=== mips_multi ===
Figure 1. Metal layers overlaid (mips_multi).
Two of the layers only.
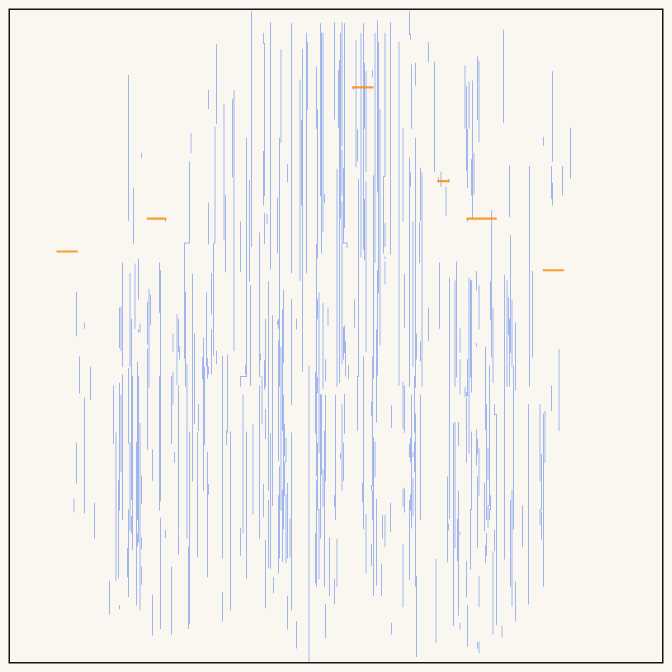

`src/rtl/mips_multi.sv`:
```
// Multicycle MIPS-subset core on a single instruction/data bus.
// States FETCH, DECODE, EXEC, MEM, WB, HALT; at most one memory transfer in flight.
module mips_multi #(
  parameter int unsigned ADDR_W   = 32,
  parameter logic [31:0] RESET_PC = 32'h0000_0000
) (
  input  logic              clk,
  input  logic              rst,
  output logic              mem_req,
  output logic              mem_we,
  output logic [ADDR_W-1:0] mem_addr,
  output logic [31:0]       mem_wdata,
  input  logic [31:0]       mem_rdata,
  input  logic              mem_ready,
  output logic              halted,
  output logic [31:0]       retired
);

  localparam logic [2:0] S_FETCH  = 3'd0;
  localparam logic [2:0] S_DECODE = 3'd1;
  localparam logic [2:0] S_EXEC   = 3'd2;
  localparam logic [2:0] S_MEM    = 3'd3;
  localparam logic [2:0] S_WB     = 3'd4;
  localparam logic [2:0] S_HALT   = 3'd5;

  logic [2:0]  r_state;
  logic [31:0] r_pc;
  logic [31:0] r_ir;
  logic [31:0] r_a;
  logic [31:0] r_b;
  logic [31:0] r_imm;
  logic [31:0] r_target;
  logic [31:0] r_alu;
  logic [31:0] r_mdr;
  logic [31:0] r_retired;
  logic [31:0] r_regs [32];

  logic [5:0]  w_op;
  logic [4:0]  w_rs;
  logic [4:0]  w_rt;
  logic [4:0]  w_rd;
  logic [5:0]  w_funct;
  logic [31:0] w_simm;
  logic [31:0] w_rs_val;
  logic [31:0] w_rt_val;

  assign w_op     = r_ir[31:26];
  assign w_rs     = r_ir[25:21];
  assign w_rt     = r_ir[20:16];
  assign w_rd     = r_ir[15:11];
  assign w_funct  = r_ir[5:0];
  assign w_simm   = {{16{r_ir[15]}}, r_ir[15:0]};
  assign w_rs_val = (w_rs == 5'd0) ? 32'd0 : r_regs[w_rs];
  assign w_rt_val = (w_rt == 5'd0) ? 32'd0 : r_regs[w_rt];

  logic w_is_r, w_is_lw, w_is_sw, w_is_beq, w_is_addi, w_is_j, w_is_jal, w_is_halt;
  logic w_is_jr, w_r_alu_ok;

  assign w_is_r     = (w_op == 6'h00);
  assign w_is_lw    = (w_op == 6'h23);
  assign w_is_sw    = (w_op == 6'h2B);
  assign w_is_beq   = (w_op == 6'h04);
  assign w_is_addi  = (w_op == 6'h08);
  assign w_is_j     = (w_op == 6'h02);
  assign w_is_jal   = (w_op == 6'h03);
  assign w_is_halt  = (w_op == 6'h3F);
  assign w_is_jr    = w_is_r && (w_funct == 6'h08);
  assign w_r_alu_ok = w_is_r && ((w_funct == 6'h20) || (w_funct == 6'h22) ||
                                 (w_funct == 6'h24) || (w_funct == 6'h25) ||
                                 (w_funct == 6'h2A));

  logic [31:0] w_alu;
  always_comb begin
    w_alu = r_a + r_imm;
    if (w_is_r) begin
      case (w_funct)
        6'h20:   w_alu = r_a + r_b;
        6'h22:   w_alu = r_a - r_b;
        6'h24:   w_alu = r_a & r_b;
        6'h25:   w_alu = r_a | r_b;
        6'h2A:   w_alu = ($signed(r_a) < $signed(r_b)) ? 32'd1 : 32'd0;
        default: w_alu = 32'd0;
      endcase
    end
  end

  // Bus outputs are forced idle while rst is high, even before the reset edge.
  always_comb begin
    mem_req   = 1'b0;
    mem_we    = 1'b0;
    mem_addr  = '0;
    mem_wdata = 32'd0;
    if (!rst) begin
      case (r_state)
        S_FETCH: begin
          mem_req  = 1'b1;
          mem_addr = r_pc[ADDR_W-1:0];
        end
        S_MEM: begin
          mem_req   = 1'b1;
          mem_we    = w_is_sw;
          mem_addr  = r_alu[ADDR_W-1:0];
          mem_wdata = w_is_sw ? r_b : 32'd0;
        end
        default: ;
      endcase
    end
  end

  logic w_hs;
  logic w_retire;
  assign w_hs = mem_req && mem_ready;

  always_comb begin
    w_retire = 1'b0;
    case (r_state)
      S_DECODE: w_retire = !w_is_halt && !(w_r_alu_ok || w_is_lw || w_is_sw ||
                                           w_is_beq || w_is_addi);
      S_EXEC:   w_retire = w_is_beq;
      S_MEM:    w_retire = w_hs && w_is_sw;
      S_WB:     w_retire = 1'b1;
      default:  w_retire = 1'b0;
    endcase
  end

  logic [4:0]  w_wb_dst;
  logic [31:0] w_wb_val;
  assign w_wb_dst = w_is_r ? w_rd : w_rt;
  assign w_wb_val = w_is_lw ? r_mdr : r_alu;

  assign halted  = (r_state == S_HALT);
  assign retired = r_retired;

  always_ff @(posedge clk) begin
    if (rst) begin
      r_state   <= S_FETCH;
      r_pc      <= RESET_PC;
      r_ir      <= 32'd0;
      r_a       <= 32'd0;
      r_b       <= 32'd0;
      r_imm     <= 32'd0;
      r_target  <= 32'd0;
      r_alu     <= 32'd0;
      r_mdr     <= 32'd0;
      r_retired <= 32'd0;
      for (int i = 0; i < 32; i++) r_regs[i] <= 32'd0;
    end else begin
      if (w_retire) r_retired <= r_retired + 32'd1;
      case (r_state)
        S_FETCH: begin
          if (w_hs) begin
            r_ir    <= mem_rdata;
            r_pc    <= r_pc + 32'd4;
            r_state <= S_DECODE;
          end
        end
        S_DECODE: begin
          r_a      <= w_rs_val;
          r_b      <= w_rt_val;
          r_imm    <= w_simm;
          r_target <= r_pc + {w_simm[29:0], 2'b00};
          if (w_is_halt) begin
            r_state <= S_HALT;
          end else if (w_is_j || w_is_jal) begin
            r_pc <= {r_pc[31:28], r_ir[25:0], 2'b00};
            if (w_is_jal) r_regs[31] <= r_pc;
            r_state <= S_FETCH;
          end else if (w_is_jr) begin
            r_pc    <= w_rs_val;
            r_state <= S_FETCH;
          end else if (w_r_alu_ok || w_is_lw || w_is_sw || w_is_beq || w_is_addi) begin
            r_state <= S_EXEC;
          end else begin
            r_state <= S_FETCH;
          end
        end
        S_EXEC: begin
          r_alu <= w_alu;
          if (w_is_beq) begin
            if (r_a == r_b) r_pc <= r_target;
            r_state <= S_FETCH;
          end else if (w_is_lw || w_is_sw) begin
            r_state <= S_MEM;
          end else begin
            r_state <= S_WB;
          end
        end
        S_MEM: begin
          if (w_hs) begin
            if (w_is_sw) begin
              r_state <= S_FETCH;
            end else begin
              r_mdr   <= mem_rdata;
              r_state <= S_WB;
            end
          end
        end
        S_WB: begin
          if (w_wb_dst != 5'd0) r_regs[w_wb_dst] <= w_wb_val;
          r_state <= S_FETCH;
        end
        S_HALT:  r_state <= S_HALT;
        default: r_state <= S_FETCH;
      endcase
    end
  end

endmodule

```
`config.mk`:
```
export PLATFORM = sky130hd
export DESIGN_NAME = mips_multi
export DESIGN_NICKNAME = d
export VERILOG_FILES = /design/src/rtl/mips_multi.sv
export SDC_FILE = /design/constraint.sdc
export NUM_CORES = 2
export LEC_CHECK = 0
export ABC_AREA = 1
export CORE_MARGIN = 2
export CORE_UTILIZATION = 35
export DETAILED_ROUTE_END_ITERATION = 8
export RECOVER_POWER = 25
export SETUP_SLACK_MARGIN = 0.2
export SLEW_MARGIN = 10
export SYNTH_ARGS = -nofsm -noshare
export SYNTH_HDL_FRONTEND = slang
export SYNTH_SLANG_ARGS = --single-unit
```
`constraint.sdc`:
```
create_clock -name clk -period 4.45 [get_ports clk]
set_input_delay 0.445 -clock clk [delete_from_list [all_inputs] [get_ports clk]]
set_output_delay 0.445 -clock clk [all_outputs]
set_load 0.01 [all_outputs]
```
=== fibo_seq_engine ===
### src/rtl/fibo_seq_engine.sv
`default_nettype none
// ============================================================================
//  Module      : fibo_seq_engine
//  Description : Recurrence-sequence generator (Fibonacci / Pell / Tribonacci)
//                that streams one term per cycle over a valid/ready handshake.
//                It provides sticky overflow detection, a synchronous abort
//                and a one-cycle done pulse.
//  Build macro : FIBO_SAT_EN - when defined, overflowing terms saturate to
//                all-ones. When undefined, they wrap to the low R_SIZE bits.
//  Revision    : 1.0 - initial release
// ============================================================================
module fibo_seq_engine #(
  parameter int R_SIZE = 16,
  parameter int C_SIZE = 8
) (
  input  logic              clock,
  input  logic              reset,
  input  logic              start,
  input  logic              abort,
  input  logic [1:0]        mode,
  input  logic [R_SIZE-1:0] data1,
  input  logic [R_SIZE-1:0] data2,
  input  logic [R_SIZE-1:0] data3,
  input  logic [C_SIZE-1:0] count,
  output logic              ready,
  output logic [R_SIZE-1:0] term,
  output logic              term_valid,
  input  logic              term_ready,
  output logic [R_SIZE-1:0] result,
  output logic              overflow,
  output logic              done
);

  // One-hot state encoding
  typedef enum logic [2:0] {
    ST_IDLE = 3'b001,
    ST_RUN  = 3'b010,
    ST_DONE = 3'b100
  } state_t;

  localparam logic [1:0]        c_mode_pell = 2'd1;
  localparam logic [1:0]        c_mode_trib = 2'd2;
  localparam logic [C_SIZE-1:0] c_cnt_one   = {{(C_SIZE-1){1'b0}}, 1'b1};
`ifdef FIBO_SAT_EN
  localparam logic [R_SIZE-1:0] c_all_ones  = {R_SIZE{1'b1}};
`endif

  state_t              state_q, state_d;
  logic [R_SIZE-1:0]   a_q, a_d;
  logic [R_SIZE-1:0]   b_q, b_d;
  logic [R_SIZE-1:0]   t_q, t_d;
  logic [C_SIZE-1:0]   c_q, c_d;
  logic [1:0]          mode_q, mode_d;
  logic                ovf_q, ovf_d;

  logic [R_SIZE+1:0]   w_next_full;
  logic                w_next_ovf;
  logic [R_SIZE-1:0]   w_next_term;
  logic                w_has_term;
  logic                w_offer;
  logic                w_xfer;
  logic                w_load;

  // Next term at two guard bits of headroom: A+2B and A+B+T both fit R_SIZE+2
  always_comb begin
    w_next_full = '0;
    case (mode_q)
      c_mode_pell: w_next_full = {2'b00, a_q} + {1'b0, b_q, 1'b0};
      c_mode_trib: w_next_full = {2'b00, a_q} + {2'b00, b_q} + {2'b00, t_q};
      default:     w_next_full = {2'b00, a_q} + {2'b00, b_q};
    endcase
  end

  assign w_next_ovf = |w_next_full[R_SIZE+1:R_SIZE];

`ifdef FIBO_SAT_EN
  assign w_next_term = w_next_ovf ? c_all_ones : w_next_full[R_SIZE-1:0];
`else
  assign w_next_term = w_next_full[R_SIZE-1:0];
`endif

  // Handshake qualifiers. Abort suppresses the offer, so it always wins over term_ready.
  assign w_has_term = (c_q != '0);
  assign w_offer    = (state_q == ST_RUN) && !abort && w_has_term;
  assign w_xfer     = w_offer && term_ready;
  assign w_load     = (state_q == ST_IDLE) && start;

  // State register
  always_ff @(posedge clock or negedge reset) begin
    if (!reset) begin
      state_q <= ST_IDLE;
    end else begin
      state_q <= state_d;
    end
  end

  // Next-state and handshake/status outputs
  always_comb begin
    state_d    = state_q;
    ready      = 1'b0;
    done       = 1'b0;
    term_valid = 1'b0;
    unique case (state_q)
      ST_IDLE: begin
        ready = 1'b1;
        if (start) begin
          state_d = ST_RUN;
        end
      end
      ST_RUN: begin
        term_valid = w_offer;
        if (abort) begin
          state_d = ST_IDLE;
        end else if (!w_has_term) begin
          state_d = ST_DONE;
        end
      end
      ST_DONE: begin
        done    = 1'b1;
        state_d = ST_IDLE;
      end
      default: begin
        state_d = ST_IDLE;
      end
    endcase
  end

  // Datapath next values: load on accepted start, shift the window on a transfer
  always_comb begin
    a_d    = a_q;
    b_d    = b_q;
    t_d    = t_q;
    c_d    = c_q;
    mode_d = mode_q;
    ovf_d  = ovf_q;
    if (w_load) begin
      a_d    = data1;
      b_d    = data2;
      t_d    = data3;
      c_d    = count;
      mode_d = mode;
      ovf_d  = 1'b0;
    end else if (w_xfer) begin
      a_d = b_q;
      c_d = c_q - c_cnt_one;
      if (mode_q == c_mode_trib) begin
        b_d = t_q;
        t_d = w_next_term;
      end else begin
        b_d = w_next_term;
      end
      if (w_next_ovf) begin
        ovf_d = 1'b1;
      end
    end
  end

  // Datapath registers
  always_ff @(posedge clock or negedge reset) begin
    if (!reset) begin
      a_q    <= '0;
      b_q    <= '0;
      t_q    <= '0;
      c_q    <= '0;
      mode_q <= '0;
      ovf_q  <= 1'b0;
    end else begin
      a_q    <= a_d;
      b_q    <= b_d;
      t_q    <= t_d;
      c_q    <= c_d;
      mode_q <= mode_d;
      ovf_q  <= ovf_d;
    end
  end

  // The newest term lives in T for Tribonacci and in B otherwise
  always_comb begin
    term     = w_next_term;
    overflow = ovf_q;
    result   = (mode_q == c_mode_trib) ? t_q : b_q;
  end

endmodule
`default_nettype wire
### config.mk
export PLATFORM = sky130hd
export DESIGN_NAME = fibo_seq_engine
export DESIGN_NICKNAME = d
export VERILOG_FILES = /design/src/rtl/fibo_seq_engine.sv
export SDC_FILE = /design/constraint.sdc
export NUM_CORES = 1
export LEC_CHECK = 0
export CORE_MARGIN = 2
export CORE_UTILIZATION = 35
export CTS_CLUSTER_DIAMETER = 120
export DETAILED_ROUTE_END_ITERATION = 10
export PLACE_DENSITY = 0.63
export SLEW_MARGIN = 0
export SYNTH_ARGS = -nofsm -noshare
export SYNTH_HDL_FRONTEND = slang
export SYNTH_SLANG_ARGS = --single-unit
### constraint.sdc
create_clock -name clock -period 5.4 [get_ports clock]
set_input_delay 1.08 -clock clock [delete_from_list [all_inputs] [get_ports clock]]
set_output_delay 1.08 -clock clock [all_outputs]
set_load 0.02 [all_outputs]

==> layout pictures side by side <==
Metal 3.
Plate I
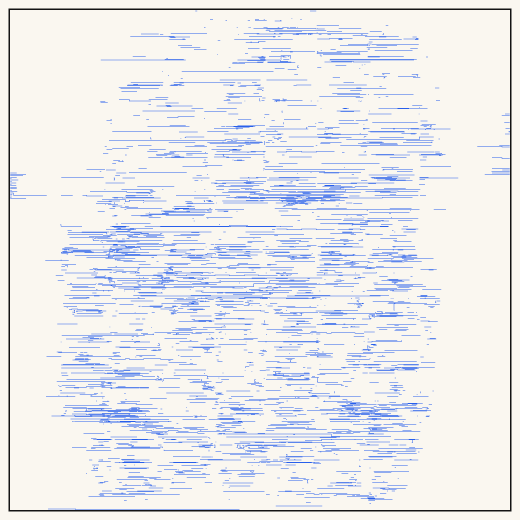
Plate II
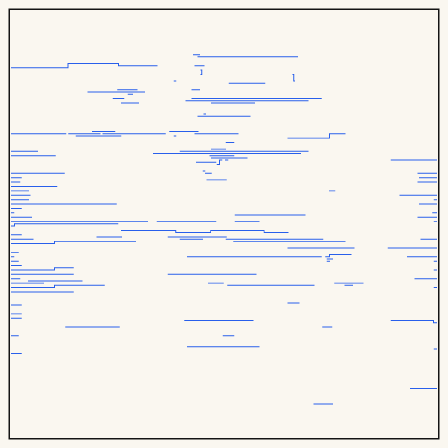
| picture | from |
|---|---|
| Plate I | mips_multi |
| Plate II | fibo_seq_engine |

Figure 2. Sequential cells grouped by signal name (mips_multi).
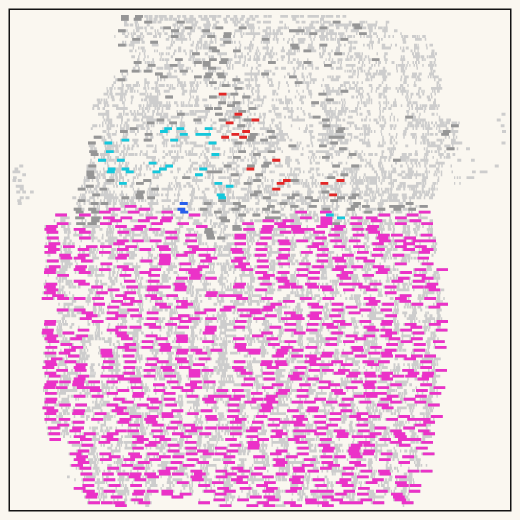
legend:
  r_regs:
    colour: magenta
    sequential_cells: 1,024
  r_state:
    colour: blue
    sequential_cells: 3
  r_pc:
    colour: cyan
    sequential_cells: 32
  r_imm:
    colour: red
    sequential_cells: 16
    where: top middle
not coloured: 234
flop share of the area: 42.3%
FF+latch area: 0.0365 mm²
fin util: 39.7%

About Figure 1:
legend:
  metal 4:
    colour: blue
    wire_length: 22.8 mm
  metal 5:
    colour: orange
    wire_length: 81.9 µm
Total GRT Usage: 28.9%
WL/cell: 26.9 µm
WL final: 334,000 µm
vias: 74,600

==> qor.csv, mips_multi <==
stage,metric,value,unit
outcome,status,"complete, but fails checks",
outcome,failing checks,"max-capacitance violations, max-slew violations",
sta,max-slew violation count,203,
yosys,post-synth top area share,40.0,%
cts,"Hold-fix buffers, CTS",0,
yosys,fraction of synthesized area in multiplexers,1.55,%
routing,Top Layer Used,met5,
run,number of max-cap violations,3,
floorplanning,DIE HEIGHT,473,µm
floorplanning,Core ar.,0.218,mm²
cts,CTS tree,built,
routing,metal3 WL,32500,µm
finish,area grow syn2layout,12.4,%
critical_path,Worst Setup End Kind,register,
run,tool warning count,139,
mips_multi: placed cells by master, fill, tap and decap left out, types with 173 or more instances in the layout:
| cell type | instances |
|---|---|
| nor2_1 | 1970 |
| ha_1 | 173 |
| nand2_1 | 1438 |
| buf_4 | 208 |
| inv_1 | 596 |
| o21ai_0 | 926 |
| a21oi_1 | 628 |
| o221ai_1 | 296 |
| edfxtp_1 | 1024 |
| dfxtp_1 | 276 |
| nand3_1 | 567 |
mips_multi: cell type report:
class	instances	area (µm²)	area share, %
antenna	8	20.0	0.0232
clock buffer	186	3880	4.50
clock inverter	78	858	0.994
inverter	611	2330	2.70
multi-input combinational	6946	35400	41.0
sequential	1309	36500	42.3
tap	2854	3570	4.14
timing repair buffer	412	3810	4.42
mips_multi: registers in the layout, summed over array words and instances, names as in the netlist, named ones only:
signal and count:
r_b 32, r_imm 16, r_target 32, r_regs 1024, r_mdr 32, r_pc 32, r_state 3, r_alu 32
r_a 32, retired 32, r_ir 32
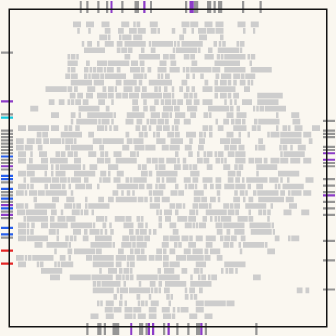
Figure 3: fibo_seq_engine, I/O pins on the die edge.
Pins as bars across the die edge, other pins in grey.
legend:
  count:
    colour: blue
    pins: 8
    direction: input
    edge: left
  overflow:
    colour: cyan
    pins: 1
    direction: output
    edge: left
  mode:
    colour: red
    pins: 2
    direction: input
    edge: left
  term:
    colour: purple
    pins: 16
    direction: output
    edge: 5 bottom, 4 left, 4 top, 3 right
DIE HEIGHT: 132 µm
die width: 132 µm

==> qor.csv, fibo_seq_engine <==
stage,metric,value,unit
yosys,Post-Syn Area,0.00578,mm²
outcome,status,"complete, but fails checks",
cts,Late-Pin Clk Latency,350,ps
critical_path,WP depth,18,
sta,Final WS setup,-32.5,ps
sta,# setup viols final,1,
outcome,failing checks,negative setup slack,
yosys,register share after synthesis,26.9,%
cts,TritonCTS Buffers,9,
routing,WL final,19000,µm
yosys,Post-synth ARST share,100,%
routing,vias,5793,
run,tool warning count,32,
sta,max-slew violation count,0,
critical_path,CP max stage cell,dfrtp_1,
grt,GRT Residual Overflow,0,
grt,first-pass GRT wire length,31000,µm
critical_path,CP max stage delay,410,ps
hold_path,Hold Path Sink,t_q[3]$_DFFE_PN0P_,
routing,drt first pass iters,4,
cts,# resized after CTS,17,
finish,diodes inserted,0,
hold_path,hold path cells,2,
yosys,post-synth top area share,26.4,%
sta,clk_skew,8.30,ps
yosys,most common cell in the netlist,nand2_1,
## fibo_seq_engine: layout make-up
cell class | count | area, µm²
clock inverters | 6 | 133
repair buffers | 142 | 1300
fillers | 1607 | 8320
inverters | 26 | 97.6
clock buffers | 10 | 239
well taps | 216 | 270
multi-input cells | 597 | 4090
flip-flops and latches | 62 | 1550
## fibo_seq_engine: routing by layer
layer / vias to the layer above / wire (µm) / GRT usage, %
met5: - / 0 / 0
met4: 0 / 273 / 5.68
met3: 21 / 1390 / 5.21
met2: 179 / 8190 / 33.5
met1: 2722 / 9100 / 31.6
li1: 2871 / - / -
## fibo_seq_engine: kinds of logic after synthesis
| logic type | count (synthesis) | synth area share (%) |
|---|---|---|
| AOI/OAI and AO/OA | 255 | 29.3 |
| and+or+nand+nor | 229 | 17.9 |
| buffers and inverters | 62 | 4.18 |
| DFF | 62 | 26.9 |
| adders and majority gates | 56 | 12.5 |
| xor gates and xnor gates | 41 | 6.21 |
| muxes | 16 | 2.99 |

=== mips_fetch_unit_flat ===
Figure 4. I/O pins on the die edge (mips_fetch_unit_flat).
Pins as bars across the die edge, other pins in grey.
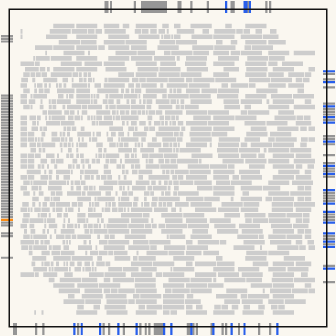

<file path="config.mk">
export PLATFORM = sky130hd
export DESIGN_NAME = mips_fetch_unit_flat
export DESIGN_NICKNAME = d
export VERILOG_FILES = /design/src/rtl/mips_fetch_unit_if.sv /design/src/rtl/mips_fetch_unit.sv /design/src/flat_wrapper.sv
export SDC_FILE = /design/constraint.sdc
export NUM_CORES = 1
export LEC_CHECK = 0
export CAP_MARGIN = 20
export CORE_MARGIN = 5
export CORE_UTILIZATION = 59
export DETAILED_ROUTE_END_ITERATION = 8
export PLACE_DENSITY_LB_ADDON = 0.2
export SLEW_MARGIN = 20
export SYNTH_ARGS = -nofsm -noshare
export SYNTH_HDL_FRONTEND = slang
export SYNTH_SLANG_ARGS = --single-unit
</file>
<file path="constraint.sdc">
create_clock -name clk -period 5.3 [get_ports clk]
set_clock_uncertainty 0.15 [all_clocks]
set_input_delay 1.325 -clock clk [delete_from_list [all_inputs] [get_ports clk]]
set_output_delay 1.325 -clock clk [all_outputs]
set_load 0.05 [all_outputs]
</file>
<file path="src/rtl/mips_fetch_unit_if.sv">
// Bundle of every handshake and bus signal around the fetch stage.
// master: the fetch unit. It drives the instruction-memory requests and the
//         instruction stream to the core.
// slave:  the surroundings. This is the core, which issues redirects and
//         consumes instructions, plus the instruction memory.
// Signals:
//   redirect_valid/redirect_pc   core -> fetch: restart the stream at redirect_pc
//   imem_req_valid/ready/addr    fetch -> memory: word fetch request
//   imem_rsp_valid/data          memory -> fetch: in-order response, always accepted
//   inst_valid/ready/data/pc     fetch -> core: {instruction, pc} stream
interface mips_fetch_unit_if;
  logic        redirect_valid;
  logic [31:0] redirect_pc;
  logic        imem_req_valid;
  logic        imem_req_ready;
  logic [31:0] imem_req_addr;
  logic        imem_rsp_valid;
  logic [31:0] imem_rsp_data;
  logic        inst_valid;
  logic        inst_ready;
  logic [31:0] inst_data;
  logic [31:0] inst_pc;

  modport master (
    input  redirect_valid, redirect_pc,
    input  imem_req_ready, imem_rsp_valid, imem_rsp_data,
    input  inst_ready,
    output imem_req_valid, imem_req_addr,
    output inst_valid, inst_data, inst_pc
  );

  modport slave (
    output redirect_valid, redirect_pc,
    output imem_req_ready, imem_rsp_valid, imem_rsp_data,
    output inst_ready,
    input  imem_req_valid, imem_req_addr,
    input  inst_valid, inst_data, inst_pc
  );
endinterface

</file>
<file path="src/rtl/mips_fetch_unit.sv">
// MIPS instruction fetch stage.
// The unit issues sequential word-aligned fetch requests to instruction memory.
// It buffers the returned words in a prefetch FIFO and hands them to the core
// as {instruction, pc}. A redirect flushes the buffer and moves the fetch
// stream to a new target. Responses that are still in flight at that point are
// counted and dropped when they arrive.
// Ports:
//   clk  rising-edge clock
//   rst  synchronous active-high reset
//   bus  mips_fetch_unit_if.master (redirect, imem request/response, inst stream)
// Parameters:
//   RESET_PC    first fetch address after reset (low two bits forced to 0)
//   FIFO_DEPTH  prefetch entries (power of 2, >= 2); also caps in-flight + buffered
module mips_fetch_unit #(
  parameter logic [31:0] RESET_PC   = 32'h0000_0000,
  parameter int          FIFO_DEPTH = 4
) (
  input  logic                      clk,
  input  logic                      rst,
  mips_fetch_unit_if.master         bus
);

  localparam int PTR_W = $clog2(FIFO_DEPTH);
  localparam int CNT_W = PTR_W + 1;
  localparam logic [31:0] RESET_PC_ALIGNED = RESET_PC & 32'hFFFF_FFFC;
  localparam logic [CNT_W:0]   CREDIT_LIMIT = (CNT_W+1)'(FIFO_DEPTH);
  localparam logic [CNT_W-1:0] DEPTH_CNT    = CNT_W'(FIFO_DEPTH);

  typedef logic [CNT_W-1:0] cnt_t;
  typedef logic [PTR_W-1:0] ptr_t;

  logic [31:0] fetch_pc_q, fetch_pc_d;
  logic [31:0] rsp_pc_q, rsp_pc_d;
  cnt_t        count_q, count_d;
  cnt_t        outstanding_q, outstanding_d;
  cnt_t        discard_cnt_q, discard_cnt_d;
  ptr_t        wr_ptr_q, wr_ptr_d;
  ptr_t        rd_ptr_q, rd_ptr_d;
  logic [31:0] fifo_data_q [FIFO_DEPTH];
  logic [31:0] fifo_data_d [FIFO_DEPTH];
  logic [31:0] fifo_pc_q   [FIFO_DEPTH];
  logic [31:0] fifo_pc_d   [FIFO_DEPTH];

  logic [CNT_W:0] credit_used;
  logic [31:0]    redirect_target;
  logic           req_valid;
  logic           issue;
  logic           out_valid;
  logic           push;
  logic           pop;

  // Outstanding requests include those already marked for discard. Stale
  // responses would otherwise be able to land on top of a full FIFO.
  assign credit_used     = {1'b0, count_q} + {1'b0, outstanding_q};
  assign redirect_target = bus.redirect_pc & 32'hFFFF_FFFC;
  assign req_valid       = !rst && !bus.redirect_valid && (credit_used < CREDIT_LIMIT);
  assign issue           = req_valid && bus.imem_req_ready;
  assign out_valid       = !rst && (count_q != '0) && !bus.redirect_valid;

  assign bus.imem_req_valid = req_valid;
  assign bus.imem_req_addr  = fetch_pc_q;
  assign bus.inst_valid     = out_valid;
  assign bus.inst_data      = fifo_data_q[rd_ptr_q];
  assign bus.inst_pc        = fifo_pc_q[rd_ptr_q];

  always_comb begin
    fetch_pc_d    = fetch_pc_q;
    rsp_pc_d      = rsp_pc_q;
    count_d       = count_q;
    outstanding_d = outstanding_q;
    discard_cnt_d = discard_cnt_q;
    wr_ptr_d      = wr_ptr_q;
    rd_ptr_d      = rd_ptr_q;
    fifo_data_d   = fifo_data_q;
    fifo_pc_d     = fifo_pc_q;
    push          = 1'b0;
    pop           = 1'b0;

    if (bus.redirect_valid) begin
      // A redirect overrides everything else. Every request still in flight
      // after this cycle belongs to the old stream and must be dropped.
      fetch_pc_d    = redirect_target;
      rsp_pc_d      = redirect_target;
      count_d       = '0;
      wr_ptr_d      = '0;
      rd_ptr_d      = '0;
      outstanding_d = outstanding_q - cnt_t'(bus.imem_rsp_valid);
      discard_cnt_d = outstanding_d;
    end else begin
      pop = out_valid && bus.inst_ready;

      if (issue) begin
        fetch_pc_d = fetch_pc_q + 32'd4;
      end

      if (bus.imem_rsp_valid) begin
        if (discard_cnt_q != '0) begin
          discard_cnt_d = discard_cnt_q - cnt_t'(1);
        end else begin
          push = 1'b1;
        end
      end

      outstanding_d = outstanding_q + cnt_t'(issue) - cnt_t'(bus.imem_rsp_valid);

      if (push) begin
        fifo_data_d[wr_ptr_q] = bus.imem_rsp_data;
        fifo_pc_d[wr_ptr_q]   = rsp_pc_q;
        wr_ptr_d              = wr_ptr_q + ptr_t'(1);
        rsp_pc_d              = rsp_pc_q + 32'd4;
      end

      if (pop) begin
        rd_ptr_d = rd_ptr_q + ptr_t'(1);
      end

      count_d = count_q + cnt_t'(push) - cnt_t'(pop);
    end
  end

  always_ff @(posedge clk) begin
    if (rst) begin
      fetch_pc_q    <= RESET_PC_ALIGNED;
      rsp_pc_q      <= RESET_PC_ALIGNED;
      count_q       <= '0;
      outstanding_q <= '0;
      discard_cnt_q <= '0;
      wr_ptr_q      <= '0;
      rd_ptr_q      <= '0;
    end else begin
      fetch_pc_q    <= fetch_pc_d;
      rsp_pc_q      <= rsp_pc_d;
      count_q       <= count_d;
      outstanding_q <= outstanding_d;
      discard_cnt_q <= discard_cnt_d;
      wr_ptr_q      <= wr_ptr_d;
      rd_ptr_q      <= rd_ptr_d;
    end
  end

  // Storage needs no reset. Entries are only ever read when count_q says
  // they hold valid data.
  always_ff @(posedge clk) begin
    fifo_data_q <= fifo_data_d;
    fifo_pc_q   <= fifo_pc_d;
  end

  // Credit accounting must never let a kept response find the FIFO full.
  a_no_push_full: assert property (@(posedge clk) disable iff (rst)
    !(push && (count_q == DEPTH_CNT)));

  // Memory must not return more words than were requested.
  a_no_orphan_rsp: assert property (@(posedge clk) disable iff (rst)
    !(bus.imem_rsp_valid && (outstanding_q == '0)));

  a_counter_bounds: assert property (@(posedge clk) disable iff (rst)
    (outstanding_q <= DEPTH_CNT) && (discard_cnt_q <= outstanding_q));

endmodule

</file>
<file path="src/flat_wrapper.sv">
// flat-port wrapper written by rule: the top's interface ports become plain ports
module mips_fetch_unit_flat 
#(
  parameter logic [31:0] RESET_PC   = 32'h0000_0000,
  parameter int          FIFO_DEPTH = 4
)
  (clk, rst, bus_redirect_valid, bus_redirect_pc, bus_imem_req_ready, bus_imem_rsp_valid, bus_imem_rsp_data, bus_inst_ready, bus_imem_req_valid, bus_imem_req_addr, bus_inst_valid, bus_inst_data, bus_inst_pc);
  mips_fetch_unit_if bus_i ();
  input  logic clk;
  input  logic rst;
  input wire logic [$bits(bus_i.redirect_valid)-1:0] bus_redirect_valid;
  input wire logic [$bits(bus_i.redirect_pc)-1:0] bus_redirect_pc;
  input wire logic [$bits(bus_i.imem_req_ready)-1:0] bus_imem_req_ready;
  input wire logic [$bits(bus_i.imem_rsp_valid)-1:0] bus_imem_rsp_valid;
  input wire logic [$bits(bus_i.imem_rsp_data)-1:0] bus_imem_rsp_data;
  input wire logic [$bits(bus_i.inst_ready)-1:0] bus_inst_ready;
  output wire logic [$bits(bus_i.imem_req_valid)-1:0] bus_imem_req_valid;
  output wire logic [$bits(bus_i.imem_req_addr)-1:0] bus_imem_req_addr;
  output wire logic [$bits(bus_i.inst_valid)-1:0] bus_inst_valid;
  output wire logic [$bits(bus_i.inst_data)-1:0] bus_inst_data;
  output wire logic [$bits(bus_i.inst_pc)-1:0] bus_inst_pc;
  assign bus_i.redirect_valid = bus_redirect_valid;
  assign bus_i.redirect_pc = bus_redirect_pc;
  assign bus_i.imem_req_ready = bus_imem_req_ready;
  assign bus_i.imem_rsp_valid = bus_imem_rsp_valid;
  assign bus_i.imem_rsp_data = bus_imem_rsp_data;
  assign bus_i.inst_ready = bus_inst_ready;
  assign bus_imem_req_valid = bus_i.imem_req_valid;
  assign bus_imem_req_addr = bus_i.imem_req_addr;
  assign bus_inst_valid = bus_i.inst_valid;
  assign bus_inst_data = bus_i.inst_data;
  assign bus_inst_pc = bus_i.inst_pc;
  mips_fetch_unit #(.RESET_PC(RESET_PC), .FIFO_DEPTH(FIFO_DEPTH)) u_core (.clk(clk), .rst(rst), .bus(bus_i));
endmodule
</file>
=== usb_ep_status_bus_flat ===
`config.mk`:
```
export PLATFORM = sky130hd
export DESIGN_NAME = usb_ep_status_bus_flat
export DESIGN_NICKNAME = d
export VERILOG_FILES = /design/src/rtl/usb_ep_status_bus_if.sv /design/src/rtl/usb_ep_status_bus.sv /design/src/flat_wrapper.sv
export SDC_FILE = /design/constraint.sdc
export NUM_CORES = 1
export LEC_CHECK = 0
export CAP_MARGIN = 0
export CORE_MARGIN = 1.5
export CORE_UTILIZATION = 49
export CTS_BUF_LIST = sky130_fd_sc_hd__clkbuf_16
export DETAILED_ROUTE_END_ITERATION = 8
export GPL_TIMING_DRIVEN = 1
export PLACE_DENSITY_LB_ADDON = 0.05
export SLEW_MARGIN = 20
export SYNTH_ARGS = -nofsm -noshare
export SYNTH_HDL_FRONTEND = slang
export SYNTH_SLANG_ARGS = --single-unit
export TNS_END_PERCENT = 50
```
`constraint.sdc`:
```
create_clock -name clk -period 3.75 [get_ports clk]
set_clock_uncertainty 0.2 [all_clocks]
set_input_delay 1.125 -clock clk [delete_from_list [all_inputs] [get_ports clk]]
set_output_delay 1.125 -clock clk [all_outputs]
set_load 0.1 [all_outputs]
```
`src/rtl/usb_ep_status_bus_if.sv`:
```
// Single-beat CSR bus between the CPU-side decoder and the EP status front end.
interface usb_ep_status_bus_if;
    logic [8:0]  addr;
    logic [15:0] wdata;
    logic [1:0]  op;
    logic        req;
    logic        ack;
    logic [15:0] rdata;

    modport master (output addr, wdata, op, req, input ack, rdata);
    modport slave  (input addr, wdata, op, req, output ack, rdata);
endinterface

```
`src/rtl/usb_ep_status_bus.sv`:
```
// CSR bus to EP status store aux port: read, write, and read-modify-write bit set/clear.
module usb_ep_status_bus #(
    parameter int READ_LAT = 3
) (
    input  logic                  clk,
    input  logic                  rst,
    usb_ep_status_bus_if.slave    bus,
    output logic [8:0]            s_addr_0,
    output logic                  s_read_0,
    output logic                  s_write_0,
    output logic [15:0]           s_din_0,
    input  logic [15:0]           s_dout_3,
    input  logic                  s_ready_0
);
    localparam int CW = (READ_LAT > 1) ? $clog2(READ_LAT) : 1;

    localparam logic [1:0] OP_RD  = 2'b00;
    localparam logic [1:0] OP_WR  = 2'b01;
    localparam logic [1:0] OP_SET = 2'b10;
    localparam logic [1:0] OP_CLR = 2'b11;

    localparam logic [2:0] IDLE = 3'd0;
    localparam logic [2:0] WR   = 3'd1;
    localparam logic [2:0] RD   = 3'd2;
    localparam logic [2:0] WAIT = 3'd3;
    localparam logic [2:0] WB   = 3'd4;
    localparam logic [2:0] ACK  = 3'd5;

    logic [2:0]    state;
    logic [CW-1:0] cnt;
    logic [1:0]    op_q;
    logic [15:0]   mask_q;
    logic [15:0]   data_q;

    always_ff @(posedge clk or posedge rst) begin
        if (rst) begin
            state     <= IDLE;
            cnt       <= '0;
            op_q      <= OP_RD;
            mask_q    <= '0;
            data_q    <= '0;
            s_addr_0  <= '0;
            s_read_0  <= 1'b0;
            s_write_0 <= 1'b0;
            s_din_0   <= '0;
            bus.ack   <= 1'b0;
            bus.rdata <= '0;
        end else begin
            bus.ack <= 1'b0;
            case (state)
                IDLE: begin
                    // A request still held during the ack cycle belongs to the finished transaction.
                    if (bus.req && !bus.ack) begin
                        op_q     <= bus.op;
                        mask_q   <= bus.wdata;
                        s_addr_0 <= bus.addr;
                        if (bus.op == OP_WR) begin
                            s_write_0 <= 1'b1;
                            s_din_0   <= bus.wdata;
                            state     <= WR;
                        end else begin
                            s_read_0 <= 1'b1;
                            state    <= RD;
                        end
                    end
                end
                WR, WB: begin
                    if (s_ready_0) begin
                        s_write_0 <= 1'b0;
                        state     <= ACK;
                    end
                end
                RD: begin
                    if (s_ready_0) begin
                        s_read_0 <= 1'b0;
                        cnt      <= CW'(READ_LAT - 1);
                        state    <= WAIT;
                    end
                end
                WAIT: begin
                    if (cnt == '0) begin
                        data_q <= s_dout_3;
                        case (op_q)
                            OP_SET: begin
                                s_din_0   <= s_dout_3 | mask_q;
                                s_write_0 <= 1'b1;
                                state     <= WB;
                            end
                            OP_CLR: begin
                                s_din_0   <= s_dout_3 & ~mask_q;
                                s_write_0 <= 1'b1;
                                state     <= WB;
                            end
                            default: state <= ACK;
                        endcase
                    end else begin
                        cnt <= cnt - 1'b1;
                    end
                end
                ACK: begin
                    bus.ack <= 1'b1;
                    if (op_q != OP_WR) bus.rdata <= data_q;
                    state <= IDLE;
                end
                default: state <= IDLE;
            endcase
        end
    end
endmodule

```
`src/flat_wrapper.sv`:
```
// flat-port wrapper written by rule: the top's interface ports become plain ports
module usb_ep_status_bus_flat 
#(
    parameter int READ_LAT = 3
)
  (clk, rst, s_addr_0, s_read_0, s_write_0, s_din_0, s_dout_3, s_ready_0, bus_addr, bus_wdata, bus_op, bus_req, bus_ack, bus_rdata);
  usb_ep_status_bus_if bus_i ();
  input  logic clk;
  input  logic rst;
  output logic [8:0] s_addr_0;
  output logic s_read_0;
  output logic s_write_0;
  output logic [15:0] s_din_0;
  input  logic [15:0] s_dout_3;
  input  logic s_ready_0;
  input wire logic [$bits(bus_i.addr)-1:0] bus_addr;
  input wire logic [$bits(bus_i.wdata)-1:0] bus_wdata;
  input wire logic [$bits(bus_i.op)-1:0] bus_op;
  input wire logic [$bits(bus_i.req)-1:0] bus_req;
  output wire logic [$bits(bus_i.ack)-1:0] bus_ack;
  output wire logic [$bits(bus_i.rdata)-1:0] bus_rdata;
  assign bus_i.addr = bus_addr;
  assign bus_i.wdata = bus_wdata;
  assign bus_i.op = bus_op;
  assign bus_i.req = bus_req;
  assign bus_ack = bus_i.ack;
  assign bus_rdata = bus_i.rdata;
  usb_ep_status_bus #(.READ_LAT(READ_LAT)) u_core (.clk(clk), .rst(rst), .bus(bus_i), .s_addr_0(s_addr_0), .s_read_0(s_read_0), .s_write_0(s_write_0), .s_din_0(s_din_0), .s_dout_3(s_dout_3), .s_ready_0(s_ready_0));
endmodule
```
Figure 5. Metal 3 (mips_fetch_unit_flat).
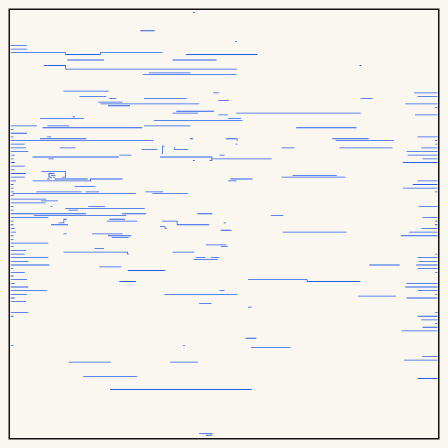
share of all routed wire: 7.5%
wire length on this layer: 2,060 µm

About Figure 4:
legend:
  bus_imem_rsp_data:
    colour: blue
    pins: 32
    direction: input
    edge: 16 right, 12 bottom, 4 top
  bus_imem_rsp_valid:
    colour: orange
    pins: 1
    direction: input
    edge: left
all pins by edge: 55 left, 44 right, 38 bottom, 31 top

==> qor.csv, mips_fetch_unit_flat <==
stage,metric,value,unit
grt,first-pass GRT wire length,43600,µm
critical_path,Worst Setup End Kind,primary output,
outcome,status,finished clean,
sta,crit path time final,4480,ps
critical_path,Crit. Startpoint,u_core.rd_ptr_q[0]$_SDFFE_PP0P_,
yosys,Synth Register Bits,321,
critical_path,worst path cell trace,buf_4 > mux4_2 > clkdlybuf4s50_1,
routing,drt first pass iters,7,
routing,vias per std cell,5.97,
critical_path,WP data arrival,3010,ps
critical_path,worst path bufs/invs,2,
cts,# resized after CTS,0,
critical_path,"Max FO, Critical Path",26,
sta,Tcrit/Tclk final,84.6,%
floorplanning,floorplan row count,54,
cts,Post-CTS Repair Setup Buffers,0,
finish,Reg with most FFs,u_core.fifo_data_q,
finish,nets,1093,
finish,Commonest Layout Cell,edfxtp_1,
sta,worst slew pin tran,926,ps
cts,Late-Pin Clk Latency,540,ps
cts,"Hold-fix buffers, CTS",0,
finish,registers with the most flip-flops,"u_core.fifo_data_q: 128 flops, u_core.fifo_pc_q: 120 flops",
finish,fin util,73.4,%
sta,Final WS setup,818,ps
finish,most frequent cells in the layout,"edfxtp_1 (248), clkdlybuf4s50_1 (158), dfxtp_1 (71), mux4_2 (62), nand2_1 (46)",
yosys,most common cell in the netlist,edfxtp_1,
finish,diodes inserted,0,
==> mips_fetch_unit_flat: cells by family after synthesis <==
family / Yosys count / synth area share [%]
flip-flops: 321 / 68.0
AND/OR/NAND/NOR: 195 / 7.77
AND-OR/OR-AND: 117 / 5.95
buffers and inverters: 79 / 2.71
multiplexers: 64 / 10.8
XOR/XNOR: 43 / 2.88
adder cells (fa/ha/maj): 18 / 1.83
other: 1 / 0.0286
==> mips_fetch_unit_flat: through the flow <==
step	hold WS (ps)	cell area, µm²
detailed placement	342	15000
finish	349	16000
floorplan	310	13100
global placement	333	15000
CTS	350	16000
global route	386	16000
==> mips_fetch_unit_flat: per-layer routing <==
layer | wire [µm] | track usage, % | vias to the layer above
met3 | 2060 | 4.04 | 40
met5 | 21 | 0 | -
met2 | 13300 | 34.6 | 318
li1 | - | - | 3582
met4 | 520 | 4.92 | 4
met1 | 11400 | 30.5 | 3870
==> mips_fetch_unit_flat: cell type report <==
class	count	area [µm²]
repair buffers	176	1780
clock buffers	38	822
multi-input cells	441	3850
flip-flops and latches	321	8910
fillers	1340	5810
well taps	280	350
inverters	34	128
clock inverters	19	170
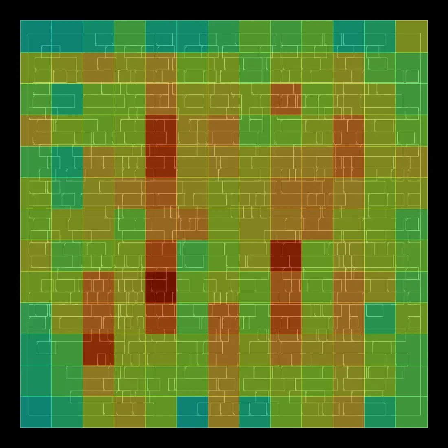
Figure 6: usb_ep_status_bus_flat, track usage over the die.
Total GRT Usage: 21.1%
fin util: 67.1%
GR peak layer: met2
WL/cell: 16.3 µm
grt met2 use: 32.6%

==> qor.csv, usb_ep_status_bus_flat <==
stage,metric,value,unit
sta,max-slew violation count,0,
finish,Top class by area,sequential cells,
cts,Worst-path clk slew,70,ps
outcome,status,finished clean,
critical_path,WP data required,3760,ps
finish,flop share of the area,42.5,%
critical_path,r2r worst-path depth,5,
critical_path,Crit. Startpoint,bus_req,
finish,"Inverters, non-clock",7,
yosys,register share after synthesis,56.2,%
floorplanning,Core ar.,0.00729,mm²
finish,logic share of the area,30.9,%
critical_path,WP depth,6,
floorplanning,n_taps,99,
routing,vias,2619,
routing,drc violations,0,
finish,fraction of layout cells with a size suffix above 1,38.8,%
grt,vias in the first global route,2697,
finish,Combinational Gates,184,
yosys,Synthesis Warnings,0,
run,tool warning count,26,
finish,area grow syn2layout,32.2,%
place,PortBufs,90,
usb_ep_status_bus_flat: stage by stage:
| stage | instances | setup WS, ps | cell area, µm² | hold WS, ps |
|---|---|---|---|---|
| 2_1_floorplan | 289 | 288 | 3700 | 266 |
| 3_3_place_gp | 470 | 579 | 4600 | 282 |
| 3_5_place_dp | 470 | 549 | 4600 | 288 |
| 4_1_cts | 486 | 898 | 4890 | 303 |
| 5_1_grt | 486 | 780 | 4890 | 318 |
| 6_report | 486 | 890 | 4890 | 302 |
usb_ep_status_bus_flat: cell families after synthesis:
group	Yosys count	share of synthesized area (%)
mux	78	24.6
compound gates	52	8.53
fa+ha+maj	1	0.338
flops	83	56.2
buf+inv	22	2.98
simple gates	53	7.41
usb_ep_status_bus_flat: sequential cells by signal (all words and copies together), names as in the netlist:
name              count
u_core.bus.rdata     16
u_core.data_q        16
u_core.mask_q        16
u_core.s_din_0       16
u_core.s_addr_0       9
u_core.state          3
u_core.cnt            2
u_core.op_q           2
u_core.bus.ack        1
u_core.s_read_0       1
u_core.s_write_0      1

=== add8u_share_arb ===
$ cat src/rtl/add8u_share_arb.sv
// Round-robin front end for one shared 8-bit adder. Operands are registered,
// the sum is captured one stage later and returned tagged with the requester id.
module add8u_share_arb #(
  parameter int unsigned N_REQ = 4,
  parameter int unsigned W     = 8,
  parameter int unsigned IDW   = 2
) (
  input  logic               clk,
  input  logic               rst_n,
  input  logic [N_REQ-1:0]   req_valid,
  input  logic [N_REQ*W-1:0] req_a,
  input  logic [N_REQ*W-1:0] req_b,
  output logic [N_REQ-1:0]   req_ready,
  output logic [W-1:0]       add_a,
  output logic [W-1:0]       add_b,
  input  logic [W:0]         add_o,
  output logic               res_valid,
  input  logic               res_ready,
  output logic [W:0]         res_sum,
  output logic [IDW-1:0]     res_id,
  output logic               busy,
  output logic [15:0]        ops_done
);

  logic             r_op_valid;
  logic [W-1:0]     r_op_a;
  logic [W-1:0]     r_op_b;
  logic [IDW-1:0]   r_op_id;
  logic             r_res_valid;
  logic [W:0]       r_res_sum;
  logic [IDW-1:0]   r_res_id;
  logic [IDW-1:0]   r_last;
  logic [15:0]      r_ops_done;

  logic             w_adv1;
  logic             w_adv2;
  logic             w_acc;
  logic             w_found;
  logic [IDW-1:0]   w_gidx;
  logic [IDW-1:0]   w_cand;
  logic [N_REQ-1:0] w_grant;

  assign w_adv2 = r_op_valid & (~r_res_valid | res_ready);
  assign w_adv1 = ~r_op_valid | w_adv2;

  // First valid requester after the last winner, wrapping modulo N_REQ.
  always_comb begin
    w_found = 1'b0;
    w_gidx  = '0;
    w_cand  = '0;
    for (int unsigned k = 1; k <= N_REQ; k++) begin
      w_cand = IDW'((32'(r_last) + k) % N_REQ);
      if (!w_found && req_valid[w_cand]) begin
        w_found = 1'b1;
        w_gidx  = w_cand;
      end
    end
  end

  // Gated by rst_n so no requester sees a grant while the block is held in reset.
  assign w_acc = w_found & w_adv1 & rst_n;

  always_comb begin
    w_grant = '0;
    if (w_acc) w_grant[w_gidx] = 1'b1;
  end

  always_ff @(posedge clk or negedge rst_n) begin
    if (!rst_n) begin
      r_op_valid  <= 1'b0;
      r_op_a      <= '0;
      r_op_b      <= '0;
      r_op_id     <= '0;
      r_res_valid <= 1'b0;
      r_res_sum   <= '0;
      r_res_id    <= '0;
      r_last      <= IDW'(N_REQ - 1);
      r_ops_done  <= '0;
    end else begin
      if (w_acc) begin
        r_op_valid <= 1'b1;
        r_op_a     <= req_a[32'(w_gidx)*W +: W];
        r_op_b     <= req_b[32'(w_gidx)*W +: W];
        r_op_id    <= w_gidx;
        r_last     <= w_gidx;
      end else if (w_adv2) begin
        r_op_valid <= 1'b0;
      end

      if (w_adv2) begin
        r_res_valid <= 1'b1;
        r_res_sum   <= add_o;
        r_res_id    <= r_op_id;
      end else if (r_res_valid && res_ready) begin
        r_res_valid <= 1'b0;
      end

      if (r_res_valid && res_ready && (r_ops_done != '1))
        r_ops_done <= r_ops_done + 16'd1;
    end
  end

  assign req_ready = w_grant;
  assign add_a     = r_op_a;
  assign add_b     = r_op_b;
  assign res_valid = r_res_valid;
  assign res_sum   = r_res_sum;
  assign res_id    = r_res_id;
  assign busy      = r_op_valid | r_res_valid;
  assign ops_done  = r_ops_done;

endmodule
$ cat config.mk
export PLATFORM = sky130hd
export DESIGN_NAME = add8u_share_arb
export DESIGN_NICKNAME = d
export VERILOG_FILES = /design/src/rtl/add8u_share_arb.sv
export SDC_FILE = /design/constraint.sdc
export NUM_CORES = 1
export LEC_CHECK = 0
export CAP_MARGIN = 20
export CORE_ASPECT_RATIO = 1.1
export CORE_MARGIN = 4
export CORE_UTILIZATION = 25
export DETAILED_ROUTE_END_ITERATION = 8
export GPL_TIMING_DRIVEN = 0
export PLACE_DENSITY_LB_ADDON = 0.3
export REMOVE_ABC_BUFFERS = 1
export SLEW_MARGIN = 5
export SYNTH_ARGS = -nofsm -noshare
export SYNTH_HDL_FRONTEND = slang
export SYNTH_SLANG_ARGS = --single-unit
$ cat constraint.sdc
create_clock -name clk -period 3.9 [get_ports clk]
set_input_delay 0.78 -clock clk [delete_from_list [all_inputs] [get_ports clk]]
set_output_delay 0.78 -clock clk [all_outputs]
set_load 0.01 [all_outputs]
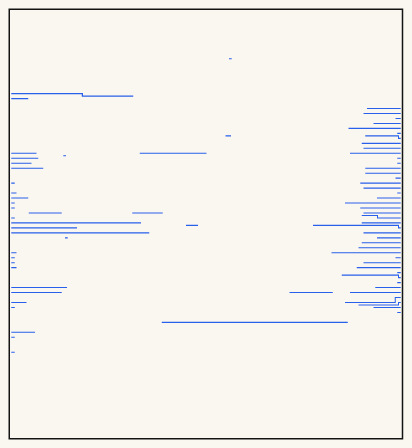
Figure 7: add8u_share_arb, metal 3.
wire length on this layer: 681 µm
longest straight run: 50.6 µm
share of all routed wire: 8.0%
main direction: horizontal

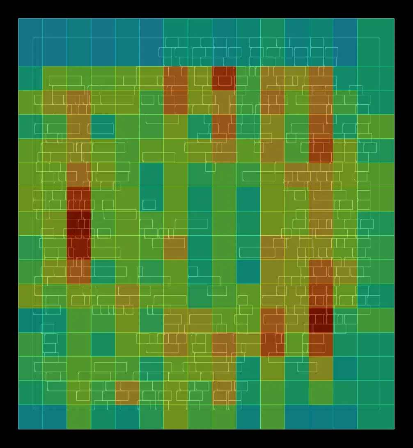
Figure 8: add8u_share_arb, track usage over the die.
WL/cell: 16.3 µm
grt met2 use: 22.3%

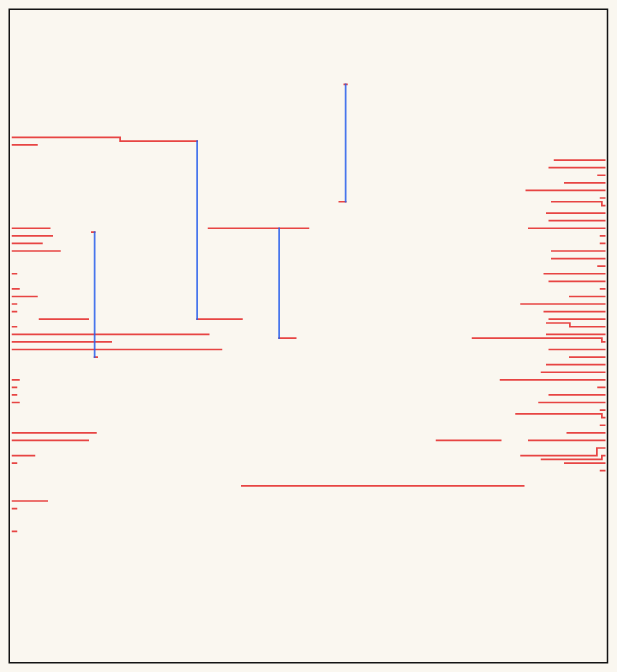
Figure 9: add8u_share_arb, metal layers overlaid.
Two of the layers only.
legend:
  metal 3:
    colour: red
    wire_length: 681 µm
  metal 4:
    colour: blue
    wire_length: 95.2 µm
Total GRT Usage: 13.5%
WL final: 8510 µm

==> qor.csv <==
stage,metric,value,unit
sta,crit path time final,3830,ps
pwr,maximum vdd drop,0.000323,V
finish,Final Instance Area,0.00439,mm²
yosys,most common cell in the netlist,dfrtp_1,
grt,antenna violations before repair,0,
outcome,status,finished clean,
finish,Gate Area,0.00144,mm²
critical_path,Critical R2R Launch,r_last[0]$_DFFE_PN1P_,
run,tool warning count,26,
yosys,# Cells Yosys,247,
floorplanning,Core Util at FP,25.8,%
finish,Commonest Layout Cell,clkdlybuf4s50_1,
cts,root buffer cell,clkbuf_16,
cts,"Hold-fix buffers, CTS",0,
pwr,Power Dens Cells,465,mW/mm²
finish,Signal buffers,138,
grt,first-pass GRT wire length,13400,µm
hold_path,Hold WC Path Type,input port to asynchronous set/reset pin,
cts,Late-Pin Clk Latency,290,ps
yosys,most used flip-flop cell,dfrtp_1,
floorplanning,floorplan row count,39,
finish,FILL cells,1047,
-- power by group --
group          switching (mW)  total [mW]  internal (mW)
Combinational           0.375       0.870          0.495
Clock                   0.194       0.432          0.238
Sequential             0.0990       0.742          0.643
-- per-layer routing --
layer,global-route usage (%),wire (µm),part of all wire (%),vias up
met2,22.3,4110,48,81
met1,17.4,3620,43,1194
met5,0,0,0,-
li1,-,-,-,1171
met3,3.84,680,8.0,8
met4,3.50,95,1.1,0
-- registers in the layout, summed over array words and instances, names as in the netlist --
signal and count:
add_b 8, res_sum 9, add_a 8, res_valid 1, r_op_valid 1, r_op_id 2, res_id 2, ops_done 16
r_last 2
-- logic make-up (layout without fill, tap and decap cells) --
family	after synthesis	in the layout	share of synthesized area (%)
compound gates	64	64	20.7
xor+xnor	15	15	4.86
fa+ha+maj	1	1	0.463
buf+inv	16	147	3.10
flops	49	49	45.5
mux	28	28	10.9
simple gates	74	74	14.4
-- worst max-delay path: stages --
cell             delay (ps)
clkdlybuf4s50_1         620
nor2b_1                 280
o21a_4                  300
nor3_4                   90
buf_8                   160
buf_16                  160
nor2_1                  100
clkdlybuf4s50_1         550


==> notes/layouts.md <==
Pictures saved along the way, in no particular order.

I/O pins on the die edge.
Pins as bars across the die edge, other pins in grey.
shot_01.png
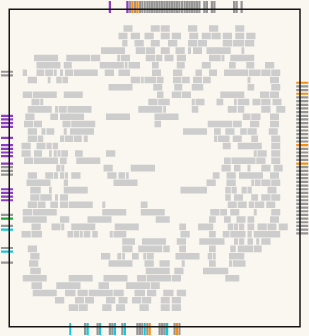
shot_02.png
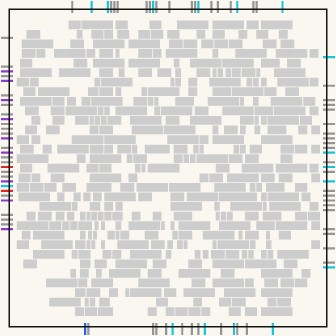
shot_03.png
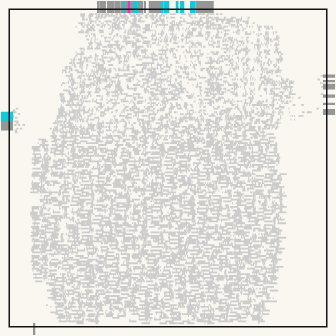
Of these, fewest pins: shot_02.png
| from | picture |
|---|---|
| add8u_share_arb | shot_01.png |
| mips_multi | shot_03.png |
| usb_ep_status_bus_flat | shot_02.png |

Key to shot_01.png:
legend:
  res_valid:
    colour: green
    pins: 1
    direction: output
    edge: left
  add_b:
    colour: orange
    pins: 8
    direction: output
    edge: 4 right, 2 top, 2 bottom
  ops_done:
    colour: purple
    pins: 16
    direction: output
    edge: 14 left, 2 top
  res_sum:
    colour: cyan
    pins: 9
    direction: output
    edge: 7 bottom, 2 left

No activity file was given, so power comes from the tool's default toggle rates.
